=== usb_bit_stuffer ===
**config.mk**
```make
export PLATFORM = sky130hd
export DESIGN_NAME = usb_bit_stuffer
export DESIGN_NICKNAME = d
export VERILOG_FILES = /design/src/rtl/usb_pkg.sv /design/src/rtl/usb_nrzi_enc.sv /design/src/rtl/usb_bit_stuffer.sv
export SDC_FILE = /design/constraint.sdc
export NUM_CORES = 1
export LEC_CHECK = 0
export CORE_AREA = 5 5 42 44
export CTS_CLUSTER_SIZE = 8
export DETAILED_ROUTE_END_ITERATION = 8
export DIE_AREA = 0 0 47 49
export PLACE_DENSITY = 0.72
export SLEW_MARGIN = 10
export SYNTH_ARGS = -nofsm -noshare
export SYNTH_HDL_FRONTEND = slang
export SYNTH_SLANG_ARGS = --single-unit
```
**constraint.sdc**
```tcl
create_clock -name clock -period 2.9 [get_ports clock]
set_clock_uncertainty 0.15 [all_clocks]
set_input_delay 0.87 -clock clock [delete_from_list [all_inputs] [get_ports clock]]
set_output_delay 0.87 -clock clock [all_outputs]
set_load 0.1 [all_outputs]
```
**src/rtl/usb_pkg.sv**
```systemverilog
// Shared types and constants for the USB serial bit stuffer and its optional NRZI line encoder.
package usb_pkg;

  localparam int   STUFF_LEN_DEFAULT = 6;
  localparam int   RUN_W             = 4;
  localparam logic NRZI_IDLE_LEVEL   = 1'b1;

  typedef enum logic {
    PASS,
    STUFF
  } stuff_state_t;

  // Length of the run of 1s after one more data bit; saturates so it can never wrap.
  function automatic logic [RUN_W-1:0] run_step(input logic [RUN_W-1:0] run,
                                                input logic             one);
    if (!one) begin
      return '0;
    end
    if (run == '1) begin
      return run;
    end
    return run + RUN_W'(1);
  endfunction

endpackage

```
**src/rtl/usb_nrzi_enc.sv**
```systemverilog
// NRZI line encoder: the level toggles on every emitted 0 and holds on every emitted 1.
// Fed with the stuffer's next-state bit/valid so the line level is the output register itself.
module usb_nrzi_enc
  import usb_pkg::*;
(
  input  logic clock,
  input  logic reset,
  input  logic bit_in,
  input  logic valid_in,
  output logic line_out
);

  logic level_q;
  logic level_d;

  always_comb begin
    level_d = level_q;
    if (valid_in && !bit_in) begin
      level_d = ~level_q;
    end
  end

  always_ff @(posedge clock or posedge reset) begin
    if (reset) begin
      level_q <= NRZI_IDLE_LEVEL;
    end else begin
      level_q <= level_d;
    end
  end

  assign line_out = level_q;

endmodule

```
**src/rtl/usb_bit_stuffer.sv**
```systemverilog
// USB bit stuffer: inserts a 0 after every STUFF_LEN consecutive 1s and stalls upstream for that slot.
// Build option USB_NRZI_EN: out_bit carries the NRZI line level instead of the raw stuffed bit.
module usb_bit_stuffer
  import usb_pkg::*;
#(
  parameter int STUFF_LEN = STUFF_LEN_DEFAULT
) (
  input  logic clock,
  input  logic reset,
  input  logic pkt_start,
  input  logic in_bit,
  input  logic in_valid,
  input  logic in_eop,
  output logic bs_ready,
  output logic out_bit,
  output logic out_valid,
  output logic out_eop
);

  localparam logic [RUN_W-1:0] STUFF_RUN = RUN_W'(STUFF_LEN);

  stuff_state_t     state_q;
  stuff_state_t     state_d;
  logic [RUN_W-1:0] ones_cnt_q;
  logic [RUN_W-1:0] ones_cnt_d;
  logic [RUN_W-1:0] run_base;
  logic [RUN_W-1:0] run_next;
  logic             bs_ready_q;
  logic             bs_ready_d;
  logic             out_valid_q;
  logic             out_valid_d;
  logic             out_eop_q;
  logic             out_eop_d;
  logic             out_bit_d;
  logic             stuff_eop_q;
  logic             stuff_eop_d;
  logic             accept;

  assign accept = in_valid & bs_ready_q;

  // pkt_start clears the run before a same-cycle accepted bit is counted.
  assign run_base = pkt_start ? '0 : ones_cnt_q;
  assign run_next = run_step(run_base, in_bit);

  // NOTE: every signal gets a default at the top of always_comb so no path leaves one
  // unassigned; a missing default here would infer a latch.
  always_comb begin
    state_d     = state_q;
    ones_cnt_d  = ones_cnt_q;
    bs_ready_d  = bs_ready_q;
    stuff_eop_d = stuff_eop_q;
    out_valid_d = 1'b0;
    out_eop_d   = 1'b0;
    out_bit_d   = 1'b0;

    unique case (state_q)
      PASS: begin
        if (accept) begin
          out_valid_d = 1'b1;
          out_bit_d   = in_bit;
          if (run_next == STUFF_RUN) begin
            // EOP is deferred to the stuff bit so the packet ends after the inserted 0.
            state_d     = STUFF;
            bs_ready_d  = 1'b0;
            stuff_eop_d = in_eop;
            ones_cnt_d  = run_next;
          end else begin
            out_eop_d  = in_eop;
            ones_cnt_d = in_eop ? '0 : run_next;
          end
        end else begin
          ones_cnt_d = run_base;
        end
      end

      STUFF: begin
        state_d     = PASS;
        bs_ready_d  = 1'b1;
        ones_cnt_d  = '0;
        stuff_eop_d = 1'b0;
        // A pkt_start here aborts the pending stuff bit instead of emitting it.
        if (!pkt_start) begin
          out_valid_d = 1'b1;
          out_bit_d   = 1'b0;
          out_eop_d   = stuff_eop_q;
        end
      end

      default: begin
        state_d    = PASS;
        bs_ready_d = 1'b1;
        ones_cnt_d = '0;
      end
    endcase
  end

  // NOTE: sequential state uses non-blocking assignments so every register samples the
  // pre-edge values, independent of statement order.
  always_ff @(posedge clock or posedge reset) begin
    if (reset) begin
      state_q     <= PASS;
      ones_cnt_q  <= '0;
      bs_ready_q  <= 1'b1;
      out_valid_q <= 1'b0;
      out_eop_q   <= 1'b0;
      stuff_eop_q <= 1'b0;
    end else begin
      state_q     <= state_d;
      ones_cnt_q  <= ones_cnt_d;
      bs_ready_q  <= bs_ready_d;
      out_valid_q <= out_valid_d;
      out_eop_q   <= out_eop_d;
      stuff_eop_q <= stuff_eop_d;
    end
  end

`ifdef USB_NRZI_EN
  usb_nrzi_enc u_nrzi_enc (
    .clock    (clock),
    .reset    (reset),
    .bit_in   (out_bit_d),
    .valid_in (out_valid_d),
    .line_out (out_bit)
  );
`else
  logic out_bit_q;

  always_ff @(posedge clock or posedge reset) begin
    if (reset) begin
      out_bit_q <= 1'b0;
    end else begin
      out_bit_q <= out_bit_d;
    end
  end

  assign out_bit = out_bit_q;
`endif

  assign bs_ready  = bs_ready_q;
  assign out_valid = out_valid_q;
  assign out_eop   = out_eop_q;

endmodule
```
=== ser_arbiter ===
File: config.mk
export PLATFORM = sky130hd
export DESIGN_NAME = ser_arbiter
export DESIGN_NICKNAME = d
export VERILOG_FILES = /design/src/rtl/ser_pkg.sv /design/src/rtl/rr_arbiter.sv /design/src/rtl/ser_arbiter.sv
export SDC_FILE = /design/constraint.sdc
export NUM_CORES = 1
export LEC_CHECK = 0
export ABC_AREA = 1
export ABC_CLOCK_PERIOD_IN_PS = 3000
export CAP_MARGIN = 20
export CELL_PAD_IN_SITES_DETAIL_PLACEMENT = 1
export CELL_PAD_IN_SITES_GLOBAL_PLACEMENT = 2
export CORE_MARGIN = 4
export CORE_UTILIZATION = 34
export CTS_CLUSTER_DIAMETER = 30
export DETAILED_ROUTE_END_ITERATION = 8
export DONT_BUFFER_PORTS = 1
export PLACE_DENSITY = 0.79
export SKIP_CTS_REPAIR_TIMING = 1
export SYNTH_ARGS = -nofsm -noshare
export SYNTH_HDL_FRONTEND = slang
export SYNTH_SLANG_ARGS = --single-unit
export TNS_END_PERCENT = 20
File: constraint.sdc
create_clock -name CLK -period 3 [get_ports CLK]
set_input_delay 0.6 -clock CLK [delete_from_list [all_inputs] [get_ports CLK]]
set_output_delay 0.6 -clock CLK [all_outputs]
set_load 0.005 [all_outputs]
File: src/rtl/ser_pkg.sv
// rtl/ser_pkg.sv - shared defaults and FSM state type for the serializer arbiter
package ser_pkg;
  localparam int SER_NREQ  = 4;
  localparam int SER_WIDTH = 12;

  typedef enum logic [1:0] {
    ST_IDLE,
    ST_LOAD,
    ST_SEND,
    ST_DONE
  } ser_state_e;
endpackage

File: src/rtl/rr_arbiter.sv
// rtl/rr_arbiter.sv - combinational round-robin grant starting at ptr_i
// With SER_ARB_PRIO0_EN defined, requester 0 overrides the rotating order.
module rr_arbiter import ser_pkg::*; #(
  parameter int  NREQ = SER_NREQ,
  localparam int PW   = $clog2(NREQ)
) (
  input  logic [NREQ-1:0] req_i,
  input  logic [PW-1:0]   ptr_i,
  output logic [NREQ-1:0] grant_o
);
  logic          found;
  logic [PW-1:0] sel;

  always_comb begin
    grant_o = '0;
    found   = 1'b0;
    sel     = '0;
    for (int i = 0; i < NREQ; i++) begin
      sel = PW'((int'(ptr_i) + i) % NREQ);
      if (!found && req_i[sel]) begin
        grant_o[sel] = 1'b1;
        found        = 1'b1;
      end
    end
`ifdef SER_ARB_PRIO0_EN
    // the rotating search above still orders requesters 1..NREQ-1 fairly
    if (req_i[0]) begin
      grant_o    = '0;
      grant_o[0] = 1'b1;
    end
`endif
  end
endmodule

File: src/rtl/ser_arbiter.sv
// rtl/ser_arbiter.sv - shares one serializer among NREQ requesters (IDLE/LOAD/SEND/DONE)
// Build with SER_ARB_PRIO0_EN to give requester 0 absolute priority in rr_arbiter.
module ser_arbiter import ser_pkg::*; #(
  parameter int  NREQ  = SER_NREQ,
  parameter int  WIDTH = SER_WIDTH,
  localparam int PW    = $clog2(NREQ),
  localparam int BW    = $clog2(WIDTH)
) (
  input  logic                  CLK,
  input  logic                  rst,
  input  logic [NREQ-1:0]       req,
  input  logic [NREQ*WIDTH-1:0] data_in,
  output logic [NREQ-1:0]       ack,
  output logic [NREQ-1:0]       done,
  output logic                  ser_load,
  output logic [WIDTH-1:0]      ser_data,
  output logic                  ser_send,
  output logic [BW-1:0]         bit_idx,
  output logic                  busy
);
  ser_state_e       state_q;
  logic [PW-1:0]    ptr_q, win_q, win_d;
  logic [WIDTH-1:0] data_q, word_d;
  logic [BW-1:0]    cnt_q;
  logic [NREQ-1:0]  grant, ack_q, done_q;
  logic             load_q, send_q;

  rr_arbiter #(.NREQ(NREQ)) u_rr (
    .req_i   (req),
    .ptr_i   (ptr_q),
    .grant_o (grant)
  );

  always_comb begin
    win_d  = '0;
    word_d = '0;
    for (int i = 0; i < NREQ; i++) begin
      if (grant[i]) begin
        win_d  = PW'(i);
        word_d = data_in[i*WIDTH +: WIDTH];
      end
    end
  end

  // data_q doubles as the latched word: captured once in IDLE, cleared after LOAD
  always_ff @(posedge CLK) begin
    if (rst) begin
      state_q <= ST_IDLE;
      ptr_q   <= '0;
      win_q   <= '0;
      data_q  <= '0;
      cnt_q   <= '0;
      ack_q   <= '0;
      done_q  <= '0;
      load_q  <= 1'b0;
      send_q  <= 1'b0;
    end else begin
      ack_q  <= '0;
      done_q <= '0;
      load_q <= 1'b0;
      case (state_q)
        ST_IDLE: begin
          if (|req) begin
            win_q   <= win_d;
            data_q  <= word_d;
            ack_q   <= grant;
            load_q  <= 1'b1;
            state_q <= ST_LOAD;
          end
        end
        ST_LOAD: begin
          data_q  <= '0;
          send_q  <= 1'b1;
          cnt_q   <= '0;
          state_q <= ST_SEND;
        end
        ST_SEND: begin
          if (cnt_q == BW'(WIDTH - 1)) begin
            send_q  <= 1'b0;
            cnt_q   <= '0;
            done_q  <= NREQ'(1) << win_q;
            state_q <= ST_DONE;
          end else begin
            cnt_q <= cnt_q + 1'b1;
          end
        end
        ST_DONE: begin
          ptr_q   <= (win_q == PW'(NREQ - 1)) ? '0 : win_q + 1'b1;
          state_q <= ST_IDLE;
        end
        default: state_q <= ST_IDLE;
      endcase
    end
  end

  assign ack      = ack_q;
  assign done     = done_q;
  assign ser_load = load_q;
  assign ser_data = data_q;
  assign ser_send = send_q;
  assign bit_idx  = cnt_q;
  assign busy     = (state_q != ST_IDLE);
endmodule

=== reg_file ===
<file path="config.mk">
export PLATFORM = sky130hd
export DESIGN_NAME = reg_file
export DESIGN_NICKNAME = d
export VERILOG_FILES = /design/src/rtl/cpu_pkg.sv /design/src/rtl/rf_flag_reg.sv /design/src/rtl/reg_file.sv
export SDC_FILE = /design/constraint.sdc
export NUM_CORES = 1
export LEC_CHECK = 0
export ABC_AREA = 1
export ABC_CLOCK_PERIOD_IN_PS = 1050
export CAP_MARGIN = 20
export CORE_MARGIN = 4
export CORE_UTILIZATION = 53
export DETAILED_ROUTE_END_ITERATION = 7
export PLACE_DENSITY = 0.78
export SYNTH_ARGS = -nofsm -noshare
export SYNTH_HDL_FRONTEND = slang
export SYNTH_SLANG_ARGS = --single-unit
</file>
<file path="constraint.sdc">
create_clock -name clk -period 1.05 [get_ports clk]
set_input_delay 0.21 -clock clk [delete_from_list [all_inputs] [get_ports clk]]
set_output_delay 0.21 -clock clk [all_outputs]
set_load 0.005 [all_outputs]
</file>
<file path="src/rtl/cpu_pkg.sv">
// Shared datapath types: operand width and ALU status flags.
// Imported by the ALU, register file and controller.
package cpu_pkg;

  localparam int BW = 16;

  localparam int FLAG_OVF  = 2;
  localparam int FLAG_NEG  = 1;
  localparam int FLAG_ZERO = 0;

  typedef struct packed {
    logic ovf;
    logic neg;
    logic zero;
  } flags_t;

endpackage

</file>
<file path="src/rtl/rf_flag_reg.sv">
// Status flag register with sticky overflow.
// RF_BYPASS_EN: flags_out follows flags_in while flags_en is high.
module rf_flag_reg
  import cpu_pkg::*;
(
  input  logic       clk,
  input  logic       rst_n,
  input  logic       flags_en,
  input  logic [2:0] flags_in,
  input  logic       ovf_clr,
  output logic [2:0] flags_out,
  output logic       ovf_sticky
);

  flags_t flags_q;
  logic   sticky_q;

  // Latch ALU flags; sticky set dominates a same-cycle clear
  always_ff @(posedge clk or negedge rst_n) begin
    if (!rst_n) begin
      flags_q  <= '0;
      sticky_q <= 1'b0;
    end else begin
      if (flags_en)
        flags_q <= flags_t'(flags_in);
      sticky_q <= (sticky_q & ~ovf_clr)
                | (flags_en & flags_in[FLAG_OVF]);
    end
  end

`ifdef RF_BYPASS_EN
  // Forward incoming flags in the cycle they are latched
  always_comb begin
    flags_out = flags_q;
    if (flags_en)
      flags_out = flags_in;
  end
`else
  // Registered flags only
  always_comb begin
    flags_out = flags_q;
  end
`endif

  assign ovf_sticky = sticky_q;

endmodule

</file>
<file path="src/rtl/reg_file.sv">
// Architectural register file, R0 hardwired to zero, 2R/1W.
// RF_BYPASS_EN: same-cycle write-through to the read ports.
module reg_file
  import cpu_pkg::*;
#(
  parameter  int BW     = cpu_pkg::BW,
  parameter  int N_REGS = 8,
  localparam int AW     = $clog2(N_REGS)
) (
  input  logic          clk,
  input  logic          rst_n,
  input  logic          wr_en,
  input  logic [AW-1:0] wr_addr,
  input  logic [BW-1:0] wr_data,
  input  logic          flags_en,
  input  logic [2:0]    flags_in,
  input  logic          ovf_clr,
  input  logic [AW-1:0] rd_addr_a,
  input  logic [AW-1:0] rd_addr_b,
  output logic [BW-1:0] rd_data_a,
  output logic [BW-1:0] rd_data_b,
  output logic [2:0]    flags_out,
  output logic          ovf_sticky
);

  logic [BW-1:0] mem [N_REGS];
  logic          wr_ok;

  assign wr_ok = wr_en && (wr_addr != '0);

  // Storage; writes to R0 are dropped
  always_ff @(posedge clk or negedge rst_n) begin
    if (!rst_n) begin
      for (int i = 0; i < N_REGS; i++)
        mem[i] <= '0;
    end else if (wr_ok) begin
      mem[wr_addr] <= wr_data;
    end
  end

  // Read port A mux
  always_comb begin
    rd_data_a = '0;
    if (rd_addr_a != '0)
      rd_data_a = mem[rd_addr_a];
`ifdef RF_BYPASS_EN
    if (wr_ok && rd_addr_a == wr_addr)
      rd_data_a = wr_data;
`endif
  end

  // Read port B mux
  always_comb begin
    rd_data_b = '0;
    if (rd_addr_b != '0)
      rd_data_b = mem[rd_addr_b];
`ifdef RF_BYPASS_EN
    if (wr_ok && rd_addr_b == wr_addr)
      rd_data_b = wr_data;
`endif
  end

  rf_flag_reg u_flags (
    .clk       (clk),
    .rst_n     (rst_n),
    .flags_en  (flags_en),
    .flags_in  (flags_in),
    .ovf_clr   (ovf_clr),
    .flags_out (flags_out),
    .ovf_sticky(ovf_sticky)
  );

endmodule

</file>
=== alu_op_sequencer ===
[config.mk]
export PLATFORM = sky130hd
export DESIGN_NAME = alu_op_sequencer
export DESIGN_NICKNAME = d
export VERILOG_FILES = /design/src/rtl/alu_seq_pkg.sv /design/src/rtl/alu_rsp_fifo.sv /design/src/rtl/alu_op_sequencer.sv
export SDC_FILE = /design/constraint.sdc
export NUM_CORES = 1
export LEC_CHECK = 0
export CAP_MARGIN = 15
export CORE_MARGIN = 3
export CORE_UTILIZATION = 41
export CTS_BUF_LIST = sky130_fd_sc_hd__clkbuf_4
export DETAILED_ROUTE_END_ITERATION = 7
export GPL_ROUTABILITY_DRIVEN = 0
export PLACE_DENSITY = 0.65
export SLEW_MARGIN = 10
export SYNTH_ARGS = -nofsm -noshare
export SYNTH_HDL_FRONTEND = slang
export SYNTH_SLANG_ARGS = --single-unit
[constraint.sdc]
create_clock -name clk -period 2.05 [get_ports clk]
set_input_delay 0.205 -clock clk [delete_from_list [all_inputs] [get_ports clk]]
set_output_delay 0.205 -clock clk [all_outputs]
set_load 0.02 [all_outputs]
[src/rtl/alu_seq_pkg.sv]
// Shared types and constants for the ALU operation sequencer and its response FIFO.
package alu_seq_pkg;

  localparam logic [1:0] OP_ADD = 2'b00;
  localparam logic [1:0] OP_SUB = 2'b01;
  localparam logic [1:0] OP_MUL = 2'b10;
  localparam logic [1:0] OP_DIV = 2'b11;

  localparam int CMD_A_LSB   = 0;
  localparam int CMD_B_LSB   = 3;
  localparam int CMD_SEL_LSB = 6;

  localparam int RSP_W = 9;

  typedef enum logic {S_IDLE, S_DRIVE} state_t;

  function automatic logic div_by_zero(input logic [1:0] sel, input logic [2:0] b);
    return (sel == OP_DIV) && (b == 3'd0);
  endfunction

endpackage

[src/rtl/alu_rsp_fifo.sv]
// Synchronous response FIFO; head and valid come straight from registered storage.
module alu_rsp_fifo #(
  parameter int W     = 9,
  parameter int DEPTH = 4,
  localparam int AW   = $clog2(DEPTH),
  localparam int CW   = $clog2(DEPTH + 1)
) (
  input  logic          clk,
  input  logic          rst,
  input  logic          push_i,
  input  logic [W-1:0]  din_i,
  input  logic          pop_i,
  output logic [W-1:0]  head_o,
  output logic          valid_o,
  output logic [CW-1:0] count_o
);

  logic [W-1:0]  mem_q [DEPTH];
  logic [AW-1:0] wr_q, rd_q;
  logic [CW-1:0] cnt_q;
  logic          pop_ok, push_ok;

  assign pop_ok  = pop_i && (cnt_q != '0);
  // A push into a full FIFO is only safe when the head leaves on the same edge.
  assign push_ok = push_i && ((cnt_q != CW'(DEPTH)) || pop_ok);

  always_ff @(posedge clk or posedge rst) begin
    if (rst) begin
      for (int i = 0; i < DEPTH; i++) mem_q[i] <= '0;
      wr_q  <= '0;
      rd_q  <= '0;
      cnt_q <= '0;
    end else begin
      if (push_ok) begin
        mem_q[wr_q] <= din_i;
        wr_q        <= wr_q + AW'(1);
      end
      if (pop_ok) rd_q <= rd_q + AW'(1);
      case ({push_ok, pop_ok})
        2'b10:   cnt_q <= cnt_q + CW'(1);
        2'b01:   cnt_q <= cnt_q - CW'(1);
        default: cnt_q <= cnt_q;
      endcase
    end
  end

  assign head_o  = mem_q[rd_q];
  assign valid_o = (cnt_q != '0);
  assign count_o = cnt_q;

endmodule

[src/rtl/alu_op_sequencer.sv]
// Drives operands to the 3-bit arithmetic unit, waits a settle window, and
// queues {err, sel, result} responses for the host.
module alu_op_sequencer
  import alu_seq_pkg::*;
#(
  parameter int SETTLE     = 1,
  parameter int FIFO_DEPTH = 4
) (
  input  logic       clk,
  input  logic       rst,
  input  logic       cmd_valid,
  output logic       cmd_ready,
  input  logic [7:0] cmd_data,
  output logic [2:0] alu_a,
  output logic [2:0] alu_b,
  output logic [1:0] alu_sel,
  input  logic [5:0] alu_result,
  output logic       rsp_valid,
  input  logic       rsp_ready,
  output logic [5:0] rsp_data,
  output logic [1:0] rsp_op,
  output logic       rsp_err,
  output logic       busy
);

  localparam int CW = $clog2(FIFO_DEPTH + 1);
  localparam logic [3:0] SETTLE_M1 = 4'(SETTLE - 1);

  state_t     state_q, state_d;
  logic [3:0] cnt_q, cnt_d;
  logic [2:0] a_q, a_d, b_q, b_d;
  logic [1:0] sel_q, sel_d;
  logic       push;
  logic [RSP_W-1:0] push_data, head;
  logic [CW-1:0]    fifo_count;

  // Only one command is ever in flight, so admitting while count < depth
  // guarantees its push always finds a free slot.
  assign cmd_ready = !rst && (state_q == S_IDLE) && (fifo_count < CW'(FIFO_DEPTH));

  always_comb begin
    state_d = state_q;
    cnt_d   = cnt_q;
    a_d     = a_q;
    b_d     = b_q;
    sel_d   = sel_q;
    push    = 1'b0;
    case (state_q)
      S_IDLE: begin
        if (cmd_valid && cmd_ready) begin
          a_d     = cmd_data[CMD_A_LSB +: 3];
          b_d     = cmd_data[CMD_B_LSB +: 3];
          sel_d   = cmd_data[CMD_SEL_LSB +: 2];
          cnt_d   = SETTLE_M1;
          state_d = S_DRIVE;
        end
      end
      S_DRIVE: begin
        if (cnt_q == 4'd0) begin
          push    = 1'b1;
          state_d = S_IDLE;
        end else begin
          cnt_d = cnt_q - 4'd1;
        end
      end
      default: state_d = S_IDLE;
    endcase
  end

  always_ff @(posedge clk or posedge rst) begin
    if (rst) begin
      state_q <= S_IDLE;
      cnt_q   <= '0;
      a_q     <= '0;
      b_q     <= '0;
      sel_q   <= '0;
    end else begin
      state_q <= state_d;
      cnt_q   <= cnt_d;
      a_q     <= a_d;
      b_q     <= b_d;
      sel_q   <= sel_d;
    end
  end

  assign push_data = {div_by_zero(sel_q, b_q), sel_q, alu_result};

  alu_rsp_fifo #(.W(RSP_W), .DEPTH(FIFO_DEPTH)) u_fifo (
    .clk     (clk),
    .rst     (rst),
    .push_i  (push),
    .din_i   (push_data),
    .pop_i   (rsp_ready),
    .head_o  (head),
    .valid_o (rsp_valid),
    .count_o (fifo_count)
  );

  assign alu_a    = a_q;
  assign alu_b    = b_q;
  assign alu_sel  = sel_q;
  assign rsp_err  = head[8];
  assign rsp_op   = head[7:6];
  assign rsp_data = head[5:0];
  assign busy     = (state_q == S_DRIVE);

endmodule

=== fmrv32im_madd33_seq_flat ===
<file path="config.mk">
export PLATFORM = sky130hd
export DESIGN_NAME = fmrv32im_madd33_seq_flat
export DESIGN_NICKNAME = d
export VERILOG_FILES = /design/src/rtl/fmrv32im_madd33_seq_if.sv /design/src/rtl/fmrv32im_madd33_seq.sv /design/src/flat_wrapper.sv
export SDC_FILE = /design/constraint.sdc
export NUM_CORES = 2
export LEC_CHECK = 0
export ABC_AREA = 1
export ABC_CLOCK_PERIOD_IN_PS = 18000
export CAP_MARGIN = 20
export CORE_MARGIN = 2
export CORE_UTILIZATION = 62
export DETAILED_ROUTE_END_ITERATION = 8
export PLACE_DENSITY = 0.85
export SLEW_MARGIN = 20
export SYNTH_ARGS = -nofsm -noshare
export SYNTH_HDL_FRONTEND = slang
export SYNTH_SLANG_ARGS = --single-unit
</file>
<file path="constraint.sdc">
create_clock -name CLK -period 18 [get_ports CLK]
set_clock_uncertainty 0.1 [all_clocks]
set_input_delay 3.6 -clock CLK [delete_from_list [all_inputs] [get_ports CLK]]
set_output_delay 3.6 -clock CLK [all_outputs]
set_load 0.005 [all_outputs]
</file>
<file path="src/rtl/fmrv32im_madd33_seq_if.sv">
// fmrv32im_madd33_seq_if: issue/result bundle between the execute stage and the MADD33 sequencer
interface fmrv32im_madd33_seq_if;
  logic        INST_MADD33;
  logic [31:0] RS1, RS2, RS3, RS4, RS5, RS6;
  logic        WAIT;
  logic        READY;
  logic [31:0] RD;
  modport master (
    output INST_MADD33, RS1, RS2, RS3, RS4, RS5, RS6,
    input  WAIT, READY, RD
  );
  modport slave (
    input  INST_MADD33, RS1, RS2, RS3, RS4, RS5, RS6,
    output WAIT, READY, RD
  );
endinterface

</file>
<file path="src/rtl/fmrv32im_madd33_seq.sv">
// fmrv32im_madd33_seq: RD = RS1*RS2 + RS3*RS4 + RS5*RS6 stepped through one shared 32x32 multiplier
module fmrv32im_madd33_seq #(
  parameter bit PIPE_MUL = 1'b0
) (
  input  logic               CLK,
  input  logic               RST_N,
  fmrv32im_madd33_seq_if.slave bus
);
  typedef enum logic [2:0] {IDLE, MUL0, MUL1, MUL2, FLUSH, DONE} state_t;
  state_t           state, state_nxt;
  logic [5:0][31:0] op;
  logic [31:0]      acc, prod, mul_a, mul_b, product;
  logic             issue, busy, mul_state;
  always_comb begin
    busy      = state inside {MUL0, MUL1, MUL2, FLUSH};
    mul_state = state inside {MUL0, MUL1, MUL2};
    issue     = (state == IDLE || state == DONE) && bus.INST_MADD33;
    mul_a     = state == MUL0 ? op[0] : state == MUL1 ? op[2] : op[4];
    mul_b     = state == MUL0 ? op[1] : state == MUL1 ? op[3] : op[5];
    product   = mul_a * mul_b;
    state_nxt = issue           ? MUL0 :
                state == MUL0   ? MUL1 :
                state == MUL1   ? MUL2 :
                state == MUL2   ? (PIPE_MUL ? FLUSH : DONE) :
                state == FLUSH  ? DONE : IDLE;
    bus.WAIT  = RST_N && (issue || busy);
    bus.READY = state == DONE;
    bus.RD    = bus.READY ? acc : '0;
  end
  always_ff @(posedge CLK or negedge RST_N)
    if (!RST_N) state <= IDLE;
    else        state <= state_nxt;
  // with PIPE_MUL the product register lags one state, so the accumulate window shifts to MUL1..FLUSH
  always_ff @(posedge CLK or negedge RST_N) begin
    if (!RST_N) begin
      op   <= '0;
      acc  <= '0;
      prod <= '0;
    end else if (issue) begin
      op  <= {bus.RS6, bus.RS5, bus.RS4, bus.RS3, bus.RS2, bus.RS1};
      acc <= '0;
    end else if (PIPE_MUL) begin
      if (mul_state) prod <= product;
      if (state inside {MUL1, MUL2, FLUSH}) acc <= acc + prod;
    end else if (mul_state) begin
      acc <= acc + product;
    end
  end
endmodule

</file>
<file path="src/flat_wrapper.sv">
// flat-port wrapper written by rule: the top's interface ports become plain ports
module fmrv32im_madd33_seq_flat 
#(
  parameter bit PIPE_MUL = 1'b0
)
  (CLK, RST_N, bus_INST_MADD33, bus_RS1, bus_RS2, bus_RS3, bus_RS4, bus_RS5, bus_RS6, bus_WAIT, bus_READY, bus_RD);
  fmrv32im_madd33_seq_if bus_i ();
  input  logic CLK;
  input  logic RST_N;
  input wire logic [$bits(bus_i.INST_MADD33)-1:0] bus_INST_MADD33;
  input wire logic [$bits(bus_i.RS1)-1:0] bus_RS1;
  input wire logic [$bits(bus_i.RS2)-1:0] bus_RS2;
  input wire logic [$bits(bus_i.RS3)-1:0] bus_RS3;
  input wire logic [$bits(bus_i.RS4)-1:0] bus_RS4;
  input wire logic [$bits(bus_i.RS5)-1:0] bus_RS5;
  input wire logic [$bits(bus_i.RS6)-1:0] bus_RS6;
  output wire logic [$bits(bus_i.WAIT)-1:0] bus_WAIT;
  output wire logic [$bits(bus_i.READY)-1:0] bus_READY;
  output wire logic [$bits(bus_i.RD)-1:0] bus_RD;
  assign bus_i.INST_MADD33 = bus_INST_MADD33;
  assign bus_i.RS1 = bus_RS1;
  assign bus_i.RS2 = bus_RS2;
  assign bus_i.RS3 = bus_RS3;
  assign bus_i.RS4 = bus_RS4;
  assign bus_i.RS5 = bus_RS5;
  assign bus_i.RS6 = bus_RS6;
  assign bus_WAIT = bus_i.WAIT;
  assign bus_READY = bus_i.READY;
  assign bus_RD = bus_i.RD;
  fmrv32im_madd33_seq #(.PIPE_MUL(PIPE_MUL)) u_core (.CLK(CLK), .RST_N(RST_N), .bus(bus_i));
endmodule
</file>
Figure 1. The clock network (alu_op_sequencer).
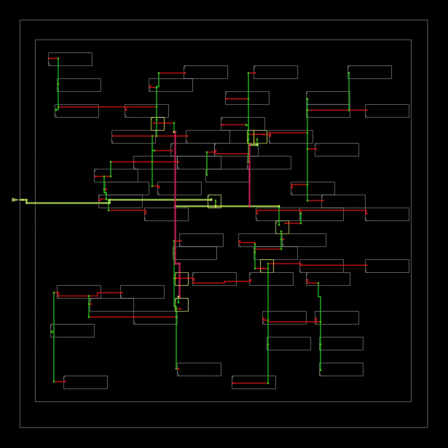
clkbuf count: 6
Clk Latency, worst-skew pair: 0.38 ns
clk_skew: 0.0162 ns

==> CHANGELOG.md, alu_op_sequencer <==
### Implementation results

* Async SR Flop Fraction at 1.00
* Post-CTS Setup Inserts at 0
* Maxcap violations at 0
* Clock-cell share at 0.0175
* Reg-to-Reg Start: u_fifo.count_o[0]$_DFFE_PP0P_
* Source of the critical timing path: u_fifo.count_o[0]$_DFFE_PP0P_
* Total GRT Usage at 0.139
* Post-DP Area at 0.00317 sq mm
* Nonclk buf count at 52
* Grt met2 use at 0.231
* Metal-1 WL at 2.06 mm
* Logic share of the area at 0.355
* Worst Reg-to-Reg Cells at 8
* FF+latch area at 0.00140 sq mm
* Basic Gates by Area at 0.0992
* Flop share of the area at 0.435
* CP dominant cell by count: xor2_1
* Status: finished, final reports clean
* Worst-Margin Slew at 0.424 ns
* Final WL at 4.53 mm
* Longest Clk Path Bufs at 2
* # DRC at 0
* First-pass GRT wire length at 8.07 mm
* Fin util at 0.534
* Final #Nets at 256
* Drt first pass iters at 3
* Die span in x at 85.8 microns
* Synth Seq Share at 0.537
* Top layer in use: met4
* CTS Sinks at 56
* Worst path max stage delay at 0.53 ns
* Post-Place Cells at 299
* Registers at 56
* Cycle use final at 0.966
* Met3 WL post-DR at 219 microns
* Yosys stat area at 0.00261 sq mm
* Grt total ovfl at 0
* Max FFs per register at 36
* Crit Path Class: register to register
* Family with the most delay on the worst path: simple AND/OR/NAND/NOR gates
* Ao+oa area frac at 0.0158
* Initial antenna violation count at 0
* Tool Warnings at 31
* # rows at 28
* F_max at 505 MHz
* Dominant flop cell: dfrtp_1
* Count leader, synth: dfrtp_1
* Critical path's slowest cell: or4b_4
* Arrival @ worst endpoint at 2.28 ns
* Startpoint types: register
* Synthesized area at 0.00261 sq mm
* Synth area leader: dfrtp_1
* End point of the critical path: u_fifo.count_o[2]$_DFFE_PP0P_
* Worst-path fanout max at 2
* Synth Area in Adders at 0.0364
* Reg with most FFs: u_fifo.mem_q
* Nature of the critical path endpoint: register
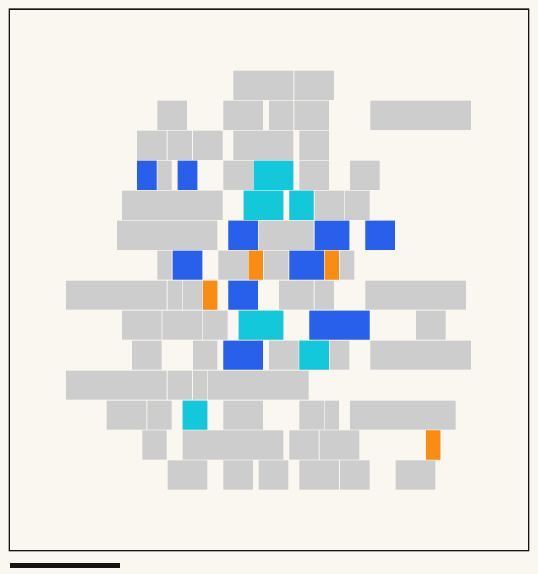
Figure 2: usb_bit_stuffer, logic cells by family.
Scale bar: 10 microns.
| colour | family | cells | where |
|---|---|---|---|
| orange | inv cells | 4 | centre |
| cyan | and/or cells | 6 | centre |
| blue | aoi and oai cells | 10 | centre |
fin cells: 96
most frequent logic cell in the layout: buf_4
logic share of the area: 0.441

==> CHANGELOG.md, usb_bit_stuffer <==
### Implementation results

* Clock Pin Slew Worst Setup and Hold Paths at 0.07 ns
* Biggest area cells: dfrtp_1 35%, nor2b_1 5.9%, nand2b_1 4.9%
* Slew Limit Fails at 0
* Largest net degree at the start of global routing at 13
* Synth Area in Adders at 0.0196
* Clock-cell share at 0.0452
* Most frequent cells in the layout: 10 x buf_4, 9 x dfrtp_1, 5 x nand2b_1, 5 x nor2b_1, 5 x clkdlybuf4s50_1
* Port bufs at 9
* Buf+Inv Stages, Crit Path at 1
* Mux frac, synth at 0.0314
* FF+latch area at 251 sq um
* Count leader, synth: dfrtp_1
* Setup total negative slack at 0 ns
* Post-Place Cells at 92
* Yosys stat area at 638 sq um
* Tool Warnings at 26
* Core Area at 0.00140 sq mm
* Die ar. at 0.00230 sq mm
* First-pass GRT wire length at 2.32 mm
* Share of layout cells above drive strength 1 at 0.300
* Async SR Flop Fraction at 1.00
* Synth area leader: dfrtp_1
* Initial Utilization at 0.455
* Fin util at 0.572
* GR peak layer: met2
* Basic Gates by Area at 0.306
* Nonclk buf count at 15
* Hold Crit Endpoint: out_eop$_DFF_PP0_
* Flop share of the area at 0.314
* Top class by area: combinational gates
* Post-CTS Setup Inserts at 0
* Synth Seq Share at 0.394
* # rows at 14
* Status: finished, final reports clean
* Final instance area at 802 sq um
* Comb gate area at 354 sq um
* Share of the synthesized area in the top cell type at 0.353
* CTS tree: built
* Endpoints failing setup at 0
* Vias/cell at 5.47
* # DRC at 0
* Worst-Margin Slew at 0.374 ns
* Hold buffers post-CTS at 0
* Tapcells at 16
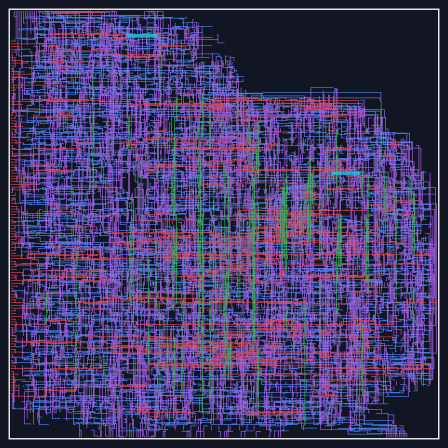
Figure 3: fmrv32im_madd33_seq_flat, wiring by layer.
| colour | layer | wire length |
|---|---|---|
| purple | metal 2 | 35.1 mm |
| green | metal 4 | 4,240 microns |
| cyan | metal 5 | 26.7 microns |
| blue | metal 1 | 28.5 mm |
| red | metal 3 | 8,080 microns |
Total GRT Usage: 0.352
vias: 23,013
final WL: 76.0 mm

==> CHANGELOG.md, fmrv32im_madd33_seq_flat <==
### Implementation results

* GR peak layer: met2
* Largest net degree at the start of global routing at 150
* Worst path max stage delay at 0.67 ns
* Core Area at 0.0428 sq mm
* Basic Gates by Area at 0.240
* Die span in x at 212 microns
* Dpl ws at 7.81 ns
* Post-Place Cells at 4,082
* Dpl hpwl at 57.7 mm
* Minimum clock period at 10.30 ns
* Port bufs at 228
* Longest Clk Path Bufs at 3
* Count leader, synth: nand2_1
* Synth Seq Share at 0.213
* Tapcells at 546
* Maxcap violations at 0
* Fin cells at 4,127
* GR Layer Usage met1 at 0.465
* Startpoint types: input pin
* Area delta synth->final at 13.1%
* Met3 WL post-DR at 8.08 mm
* Top post-synthesis cells by count: 1,072 x nand2_1, 609 x inv_1, 438 x fa_1
* # DRC at 0
* Clock Pin Slew Worst Setup and Hold Paths at 0.06 ns
* Status: finished, final reports clean
* Layout fillers at 3,248
* Reg2reg setup slack at 8.52 ns
* Dominant flop cell: dfrtp_1
* End point of the critical path: bus_WAIT
* Synth Area in Adders at 0.386
* Synth cell types at 46
* Hold Crit Endpoint: u_core.op[37]$_DFFE_PN0P_
* Cycle use final at 0.572
* Share of layout cells above drive strength 1 at 0.0441
* First-pass GRT wire length at 121 mm
* Initial antenna violation count at 3
* Logic share of the area at 0.597
* Registers at 227
* Most frequent logic cell in the layout: nand2_1
* Critical path's slowest cell: nor2_4
* Post-CTS Setup Inserts at 0
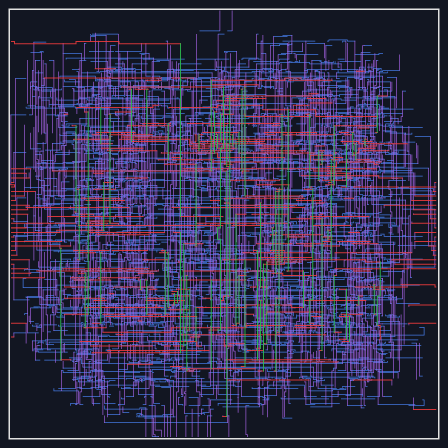
Figure 4: reg_file, wiring by layer.
| colour | layer | wire length |
|---|---|---|
| green | metal 4 | 1,580 microns |
| red | metal 3 | 3,040 microns |
| blue | metal 1 | 9,900 microns |
| purple | metal 2 | 12,700 microns |
Total GRT Usage: 0.323
vias: 8,435
final WL: 27.2 mm

==> CHANGELOG.md, reg_file <==
### Implementation results

* CTS Sinks at 132
* 1st-iter DRT viols at 986
* Status: finished with violations
* Endpoints failing setup at 36
* Hold buffers post-CTS at 1
* Post-route setup slack at -0.668 ns
* Critical R2R Capture: mem[64]$_DFFE_PN0P_
* Initial antenna violation count at 0
* Number of global-route vias before repair at 8,108
* Failing checks: negative setup slack
* Mux frac, synth at 0.00295
* Biggest area cells: dfrtp_1 43%, nand2_1 22%, nand3_1 11%
* Relative slew slack at 0.809
* Die ar. at 0.0164 sq mm
* NonClk Buf Share at 0.192
* Comb gate area at 0.00382 sq mm
* Buf+Inv Stages, Crit Path at 3
* Arrival @ worst endpoint at 1.51 ns
* Share of the synthesized area in the top cell type at 0.432
* Top class by area: combinational gates
* RSZ-0062 raised after global routing: true
* Clkbuf count at 22
* F_max at 582 MHz
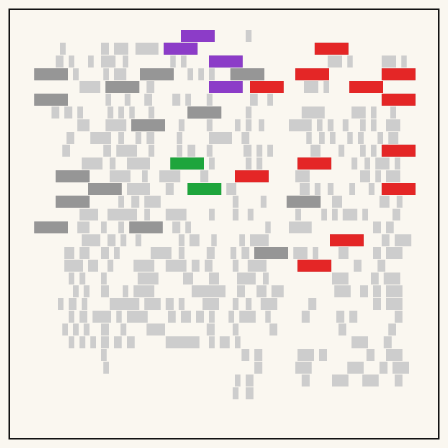
Figure 5: ser_arbiter, sequential cells coloured by netlist name.
Other sequential cells in the stronger grey, the rest of the logic in the fainter grey.
| colour | name in the netlist | sequential cells |
|---|---|---|
| purple | `done` | 4 |
| red | `ser_data` | 12 |
| green | `win_q` | 2 |
not coloured: 14
fin util: 0.359
FF+latch area: 641 sq um
flop share of the area: 0.264

==> CHANGELOG.md, ser_arbiter <==
### Implementation results

* Status: finished, final reports clean
* Max FFs per register at 12
* Critical path's slowest cell: dfxtp_1
* Syn avg cell area at 7.50 sq um
* Top logic family: simple AND/OR/NAND/NOR gates
* # DRC at 0
* Met3 usage at 0.0580
* Basic Gates by Area at 0.432
* Crit. path cell count at 14
* Worst Reg-to-Reg Cells at 14
* Share of layout cells above drive strength 1 at 0.219
* GR Layer Usage met1 at 0.194
* Core Area at 0.00676 sq mm
* Data required, critical path at 3.22 ns
* Most frequent logic cell in the layout: nand2_1
* Grt total ovfl at 0
* Ao+oa area frac at 0.105
* Count leader, synth: nand2_1
* Crit-path cells: inv_2, ha_1, inv_1, nand3_1, nand2_4, nand3_2, nor2_1, nor2_4, nand2_4, nor2_4, nand3_2, nand3_1, nand2_1, a21oi_2
* Tool Warnings at 36
* Synth area leader: dfxtp_1
* Final hold slack at 0.377 ns
* FF+latch count, synth at 32
* Reg2reg setup slack at 0.32 ns
* Mapped Cells at 314
* Met2 Wirelength at 3.27 mm
* Final instance area at 0.00243 sq mm
* # rows at 30
* 1st-iter DRT viols at 36
* Endpoints failing hold at 0

=== activation_unit_arbiter ===
Figure 6. Logic cells by family (activation_unit_arbiter).
Scale bar: 20 microns.
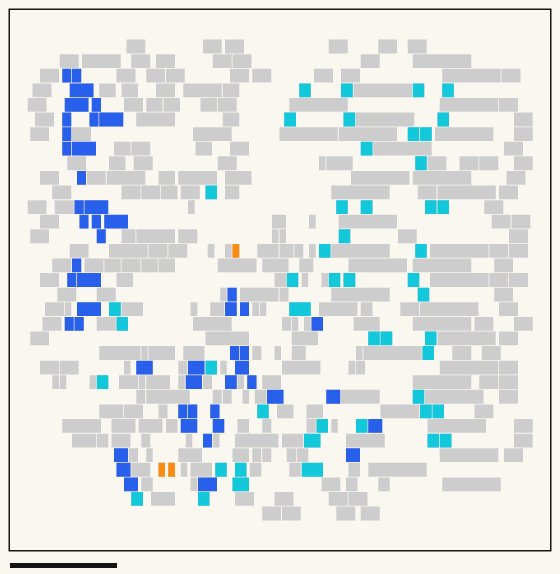
Figure 7. Wiring by layer (activation_unit_arbiter).
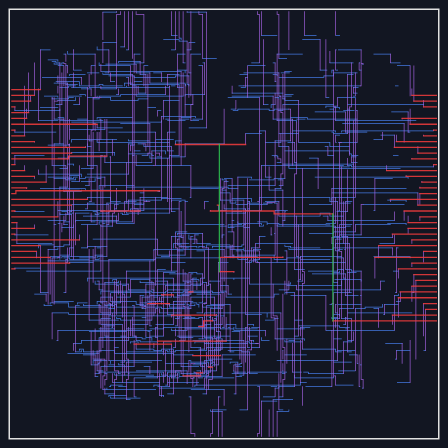
Figure 8. Sequential cells coloured by netlist name (activation_unit_arbiter).
Other sequential cells in the stronger grey, the rest of the logic in the fainter grey.
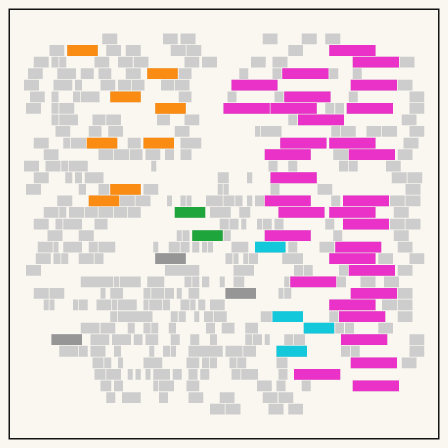
==> src/rtl/act_arb_pkg.sv <==
// Shared parameters and types for the activation-unit arbiter slice.
package act_arb_pkg;

  localparam int unsigned DATA_W_DEF = 8;
  localparam int unsigned N_REQ_DEF  = 4;

  // Requester tag width, never narrower than one bit.
  function automatic int unsigned tag_width(input int unsigned n);
    return (n <= 2) ? 1 : $clog2(n);
  endfunction

  localparam int unsigned TAG_W = tag_width(N_REQ_DEF);

  typedef logic signed [DATA_W_DEF-1:0] slot_t;

endpackage

==> src/rtl/rr_picker.sv <==
// Combinational grant picker: round-robin from rr_ptr, or lowest-index-first
// when ACT_ARB_FIXED_PRIO_EN is defined (rr_ptr is then ignored).
module rr_picker
  import act_arb_pkg::*;
#(
  parameter int unsigned N_REQ = N_REQ_DEF,
  parameter int unsigned PTR_W = TAG_W
) (
  input  logic [N_REQ-1:0] eligible,
  input  logic [PTR_W-1:0] rr_ptr,
  output logic [N_REQ-1:0] grant,
  output logic [PTR_W-1:0] grant_idx,
  output logic             grant_any
);

`ifdef ACT_ARB_FIXED_PRIO_EN
  logic unused_ptr;
  assign unused_ptr = ^rr_ptr;

  always_comb begin
    grant     = '0;
    grant_idx = '0;
    grant_any = 1'b0;
    for (int unsigned k = 0; k < N_REQ; k++) begin
      if (!grant_any && eligible[PTR_W'(k)]) begin
        grant[PTR_W'(k)] = 1'b1;
        grant_idx        = PTR_W'(k);
        grant_any        = 1'b1;
      end
    end
  end
`else
  always_comb begin
    int unsigned      idx;
    logic [PTR_W-1:0] idx_t;
    grant     = '0;
    grant_idx = '0;
    grant_any = 1'b0;
    idx       = 0;
    idx_t     = '0;
    for (int unsigned k = 0; k < N_REQ; k++) begin
      // Wrap explicitly so non-power-of-two N_REQ scans correctly.
      idx = 32'(rr_ptr) + k;
      if (idx >= N_REQ) idx = idx - N_REQ;
      idx_t = PTR_W'(idx);
      if (!grant_any && eligible[idx_t]) begin
        grant[idx_t] = 1'b1;
        grant_idx    = idx_t;
        grant_any    = 1'b1;
      end
    end
  end
`endif

endmodule

==> src/rtl/activation_unit_arbiter.sv <==
// Shares one external activation unit among N_REQ requesters with a 2-cycle
// register pipeline and per-requester response slots. ACT_ARB_FIXED_PRIO_EN selects fixed priority.
module activation_unit_arbiter
  import act_arb_pkg::*;
#(
  parameter int unsigned N_REQ  = N_REQ_DEF,
  parameter int unsigned DATA_W = DATA_W_DEF
) (
  input  logic                    clk,
  input  logic                    rst,
  input  logic [N_REQ-1:0]        req_valid,
  input  logic [N_REQ*DATA_W-1:0] req_data,
  output logic [N_REQ-1:0]        req_ready,
  output logic [DATA_W-1:0]       act_z,
  input  logic [DATA_W-1:0]       act_a,
  output logic [N_REQ-1:0]        resp_valid,
  output logic [N_REQ*DATA_W-1:0] resp_data,
  input  logic [N_REQ-1:0]        resp_ready,
  output logic                    busy
);

  localparam int unsigned TW = tag_width(N_REQ);

  logic                     stage_v;
  logic [TW-1:0]            stage_tag;
  logic [TW-1:0]            rr_ptr;
  logic [N_REQ-1:0]         eligible;
  logic [N_REQ-1:0]         grant;
  logic [TW-1:0]            grant_idx;
  logic                     grant_any;
  logic [DATA_W-1:0]        sel_data;
  logic signed [DATA_W-1:0] slot_q [N_REQ];

  always_comb begin
    eligible = '0;
    for (int unsigned i = 0; i < N_REQ; i++) begin
      eligible[i] = req_valid[i]
                  & ~(stage_v & (stage_tag == TW'(i)))
                  & (~resp_valid[i] | resp_ready[i]);
    end
  end

  rr_picker #(
    .N_REQ (N_REQ),
    .PTR_W (TW)
  ) u_picker (
    .eligible  (eligible),
    .rr_ptr    (rr_ptr),
    .grant     (grant),
    .grant_idx (grant_idx),
    .grant_any (grant_any)
  );

  assign req_ready = rst ? '0 : grant;

  always_comb begin
    sel_data = '0;
    for (int unsigned i = 0; i < N_REQ; i++) begin
      if (grant[i]) sel_data = req_data[i*DATA_W +: DATA_W];
    end
  end

`ifdef ACT_ARB_FIXED_PRIO_EN
  assign rr_ptr = '0;
`else
  always_ff @(posedge clk) begin
    if (rst) begin
      rr_ptr <= '0;
    end else if (grant_any) begin
      rr_ptr <= (grant_idx == TW'(N_REQ - 1)) ? '0 : grant_idx + 1'b1;
    end
  end
`endif

  always_ff @(posedge clk) begin
    if (rst) begin
      stage_v   <= 1'b0;
      stage_tag <= '0;
      act_z     <= '0;
    end else begin
      stage_v <= grant_any;
      if (grant_any) begin
        stage_tag <= grant_idx;
        act_z     <= sel_data;
      end
    end
  end

  // A capture landing on a slot being drained the same cycle wins.
  always_ff @(posedge clk) begin
    if (rst) begin
      resp_valid <= '0;
      for (int unsigned i = 0; i < N_REQ; i++) slot_q[i] <= '0;
    end else begin
      for (int unsigned i = 0; i < N_REQ; i++) begin
        if (stage_v && (stage_tag == TW'(i))) begin
          slot_q[i]     <= act_a;
          resp_valid[i] <= 1'b1;
        end else if (resp_valid[i] && resp_ready[i]) begin
          resp_valid[i] <= 1'b0;
        end
      end
    end
  end

  always_comb begin
    resp_data = '0;
    for (int unsigned i = 0; i < N_REQ; i++) begin
      resp_data[i*DATA_W +: DATA_W] = slot_q[i];
    end
  end

  assign busy = stage_v | (|resp_valid);

  capture_into_full_slot: assert property (
    @(posedge clk) disable iff (rst)
      !(stage_v && resp_valid[stage_tag] && !resp_ready[stage_tag])
  );

endmodule

==> config.mk <==
export PLATFORM = sky130hd
export DESIGN_NAME = activation_unit_arbiter
export DESIGN_NICKNAME = d
export VERILOG_FILES = /design/src/rtl/act_arb_pkg.sv /design/src/rtl/rr_picker.sv /design/src/rtl/activation_unit_arbiter.sv
export SDC_FILE = /design/constraint.sdc
export NUM_CORES = 1
export LEC_CHECK = 0
export CAP_MARGIN = 25
export CORE_MARGIN = 3
export CORE_UTILIZATION = 32
export CTS_CLUSTER_DIAMETER = 200
export DETAILED_ROUTE_END_ITERATION = 8
export GPL_ROUTABILITY_DRIVEN = 0
export GPL_TIMING_DRIVEN = 0
export PLACE_DENSITY = 0.56
export SETUP_SLACK_MARGIN = 0.02
export SLEW_MARGIN = 20
export SYNTH_ARGS = -nofsm -noshare
export SYNTH_HDL_FRONTEND = slang
export SYNTH_SLANG_ARGS = --single-unit
export TNS_END_PERCENT = 1
==> constraint.sdc <==
create_clock -name clk -period 5.93 [get_ports clk]
set_input_delay 0.593 -clock clk [delete_from_list [all_inputs] [get_ports clk]]
set_output_delay 0.593 -clock clk [all_outputs]
set_load 0.03 [all_outputs]
==> CHANGELOG.md <==
### Implementation results

* Reg with most FFs: slot_q
* Dpl hpwl at 6.47 mm
* Reg2reg setup slack at 2.15 ns
* Worst path max stage delay at 0.62 ns
* IO Count at 99
* Initial Utilization at 0.339
* Arrival @ worst endpoint at 4.33 ns
* Hold Crit Endpoint: act_z[0]$_SDFFE_PP0P_
* Total GRT Usage at 0.165
* Maxcap violations at 0
* Die span in x at 101 microns
* Slew Limit Fails at 0
* Beginning of the worst hold path: act_z[0]$_SDFFE_PP0P_
* Crit Path Class: register to output port
* Worst Reg-to-Reg Cells at 11
* Top logic family: simple AND/OR/NAND/NOR gates
* Clock Pin Slew Worst Setup and Hold Paths at 0.09 ns
* Post-CTS Setup Inserts at 0
* Tool Warnings at 32
* Number of global-route vias before repair at 2,621
* Final #Nets at 432
* Syn avg cell area at 10.6 sq um
* Metal-1 WL at 3.61 mm
* Clock-cell share at 0.0215
* Status: finished, final reports clean
* Grt met2 use at 0.282
* CTS H-tree lvls at 2
* Max FFs per register at 32
* Yosys stat area at 0.00287 sq mm
* # DRC at 0
* Endpoints failing setup at 0
* Total power at 1.74 mW
* Worst-Margin Slew at 1.01 ns
* Met2 Wirelength at 3.97 mm
* Critical path's slowest cell: clkdlybuf4s50_1
* Setup total negative slack at 0 ns
* Biggest area cells: edfxtp_1 34%, dfxtp_1 12%, and2_1 8.1%
* Clock power share at 0.114
* Mux frac, synth at 0.0271
* FF+latch count, synth at 49
* Dominant flop cell: edfxtp_1
* Post-DP Area at 0.00398 sq mm
* Nature of the critical path endpoint: output port
* Ao+oa area frac at 0.221
* Grt total ovfl at 0
* Logic Gate Count at 205
* Final hold slack at 0.594 ns
* Initial antenna violation count at 0
* Port bufs at 98
* Post-synth EDFFs at 32
* Comb gate area at 0.00148 sq mm
* Drt first pass iters at 6
Notes on Figure 6 above:
| colour | family | cells |
|---|---|---|
| blue | aoi and oai cells | 50 |
| orange | inv cells | 3 |
| cyan | and/or cells | 48 |
fin cells: 481
most frequent logic cell in the layout: clkdlybuf4s50_1

Notes on Figure 7 above:
| colour | layer | wire length |
|---|---|---|
| red | metal 3 | 667 microns |
| green | metal 4 | 55.1 microns |
| purple | metal 2 | 3,970 microns |
| blue | metal 1 | 3,610 microns |
Wirelength per Cell: 17.3 microns
vias: 2,579
final WL: 8.30 mm

Notes on Figure 8 above:
| colour | name in the netlist | sequential cells |
|---|---|---|
| green | `stage_tag` | 2 |
| orange | `act_z` | 8 |
| magenta | `slot_q` | 32 |
| cyan | `resp_valid` | 4 |
Seq. pwr: 476 uW
fin util: 0.481
flop share of the area: 0.320



==> layout pictures side by side <==
Sequential cells coloured by netlist name.
Plate I
Other cells in grey.
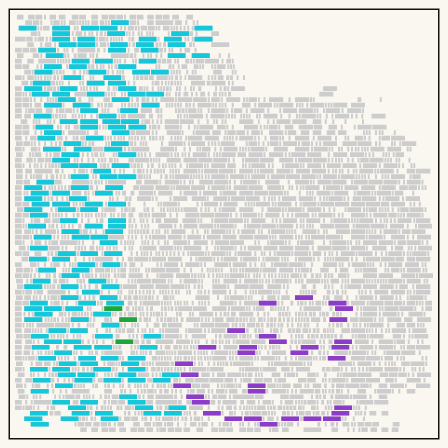
Plate II
Other sequential cells in the stronger grey, the rest of the logic in the fainter grey.
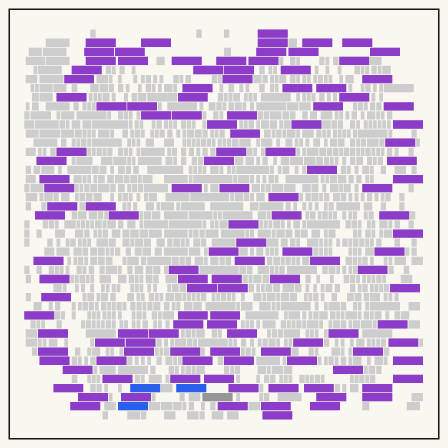
Plate III
Other sequential cells in the stronger grey, the rest of the logic in the fainter grey.
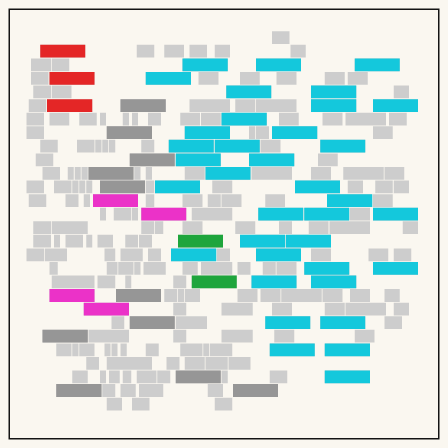
Plate III comes from alu_op_sequencer.
Plate I comes from fmrv32im_madd33_seq_flat.
Plate II comes from reg_file.
The one with the most cells is Plate I.
The one with the fewest cells is Plate III.

Power figures rest on the tool's default switching activity, not on a simulated workload.
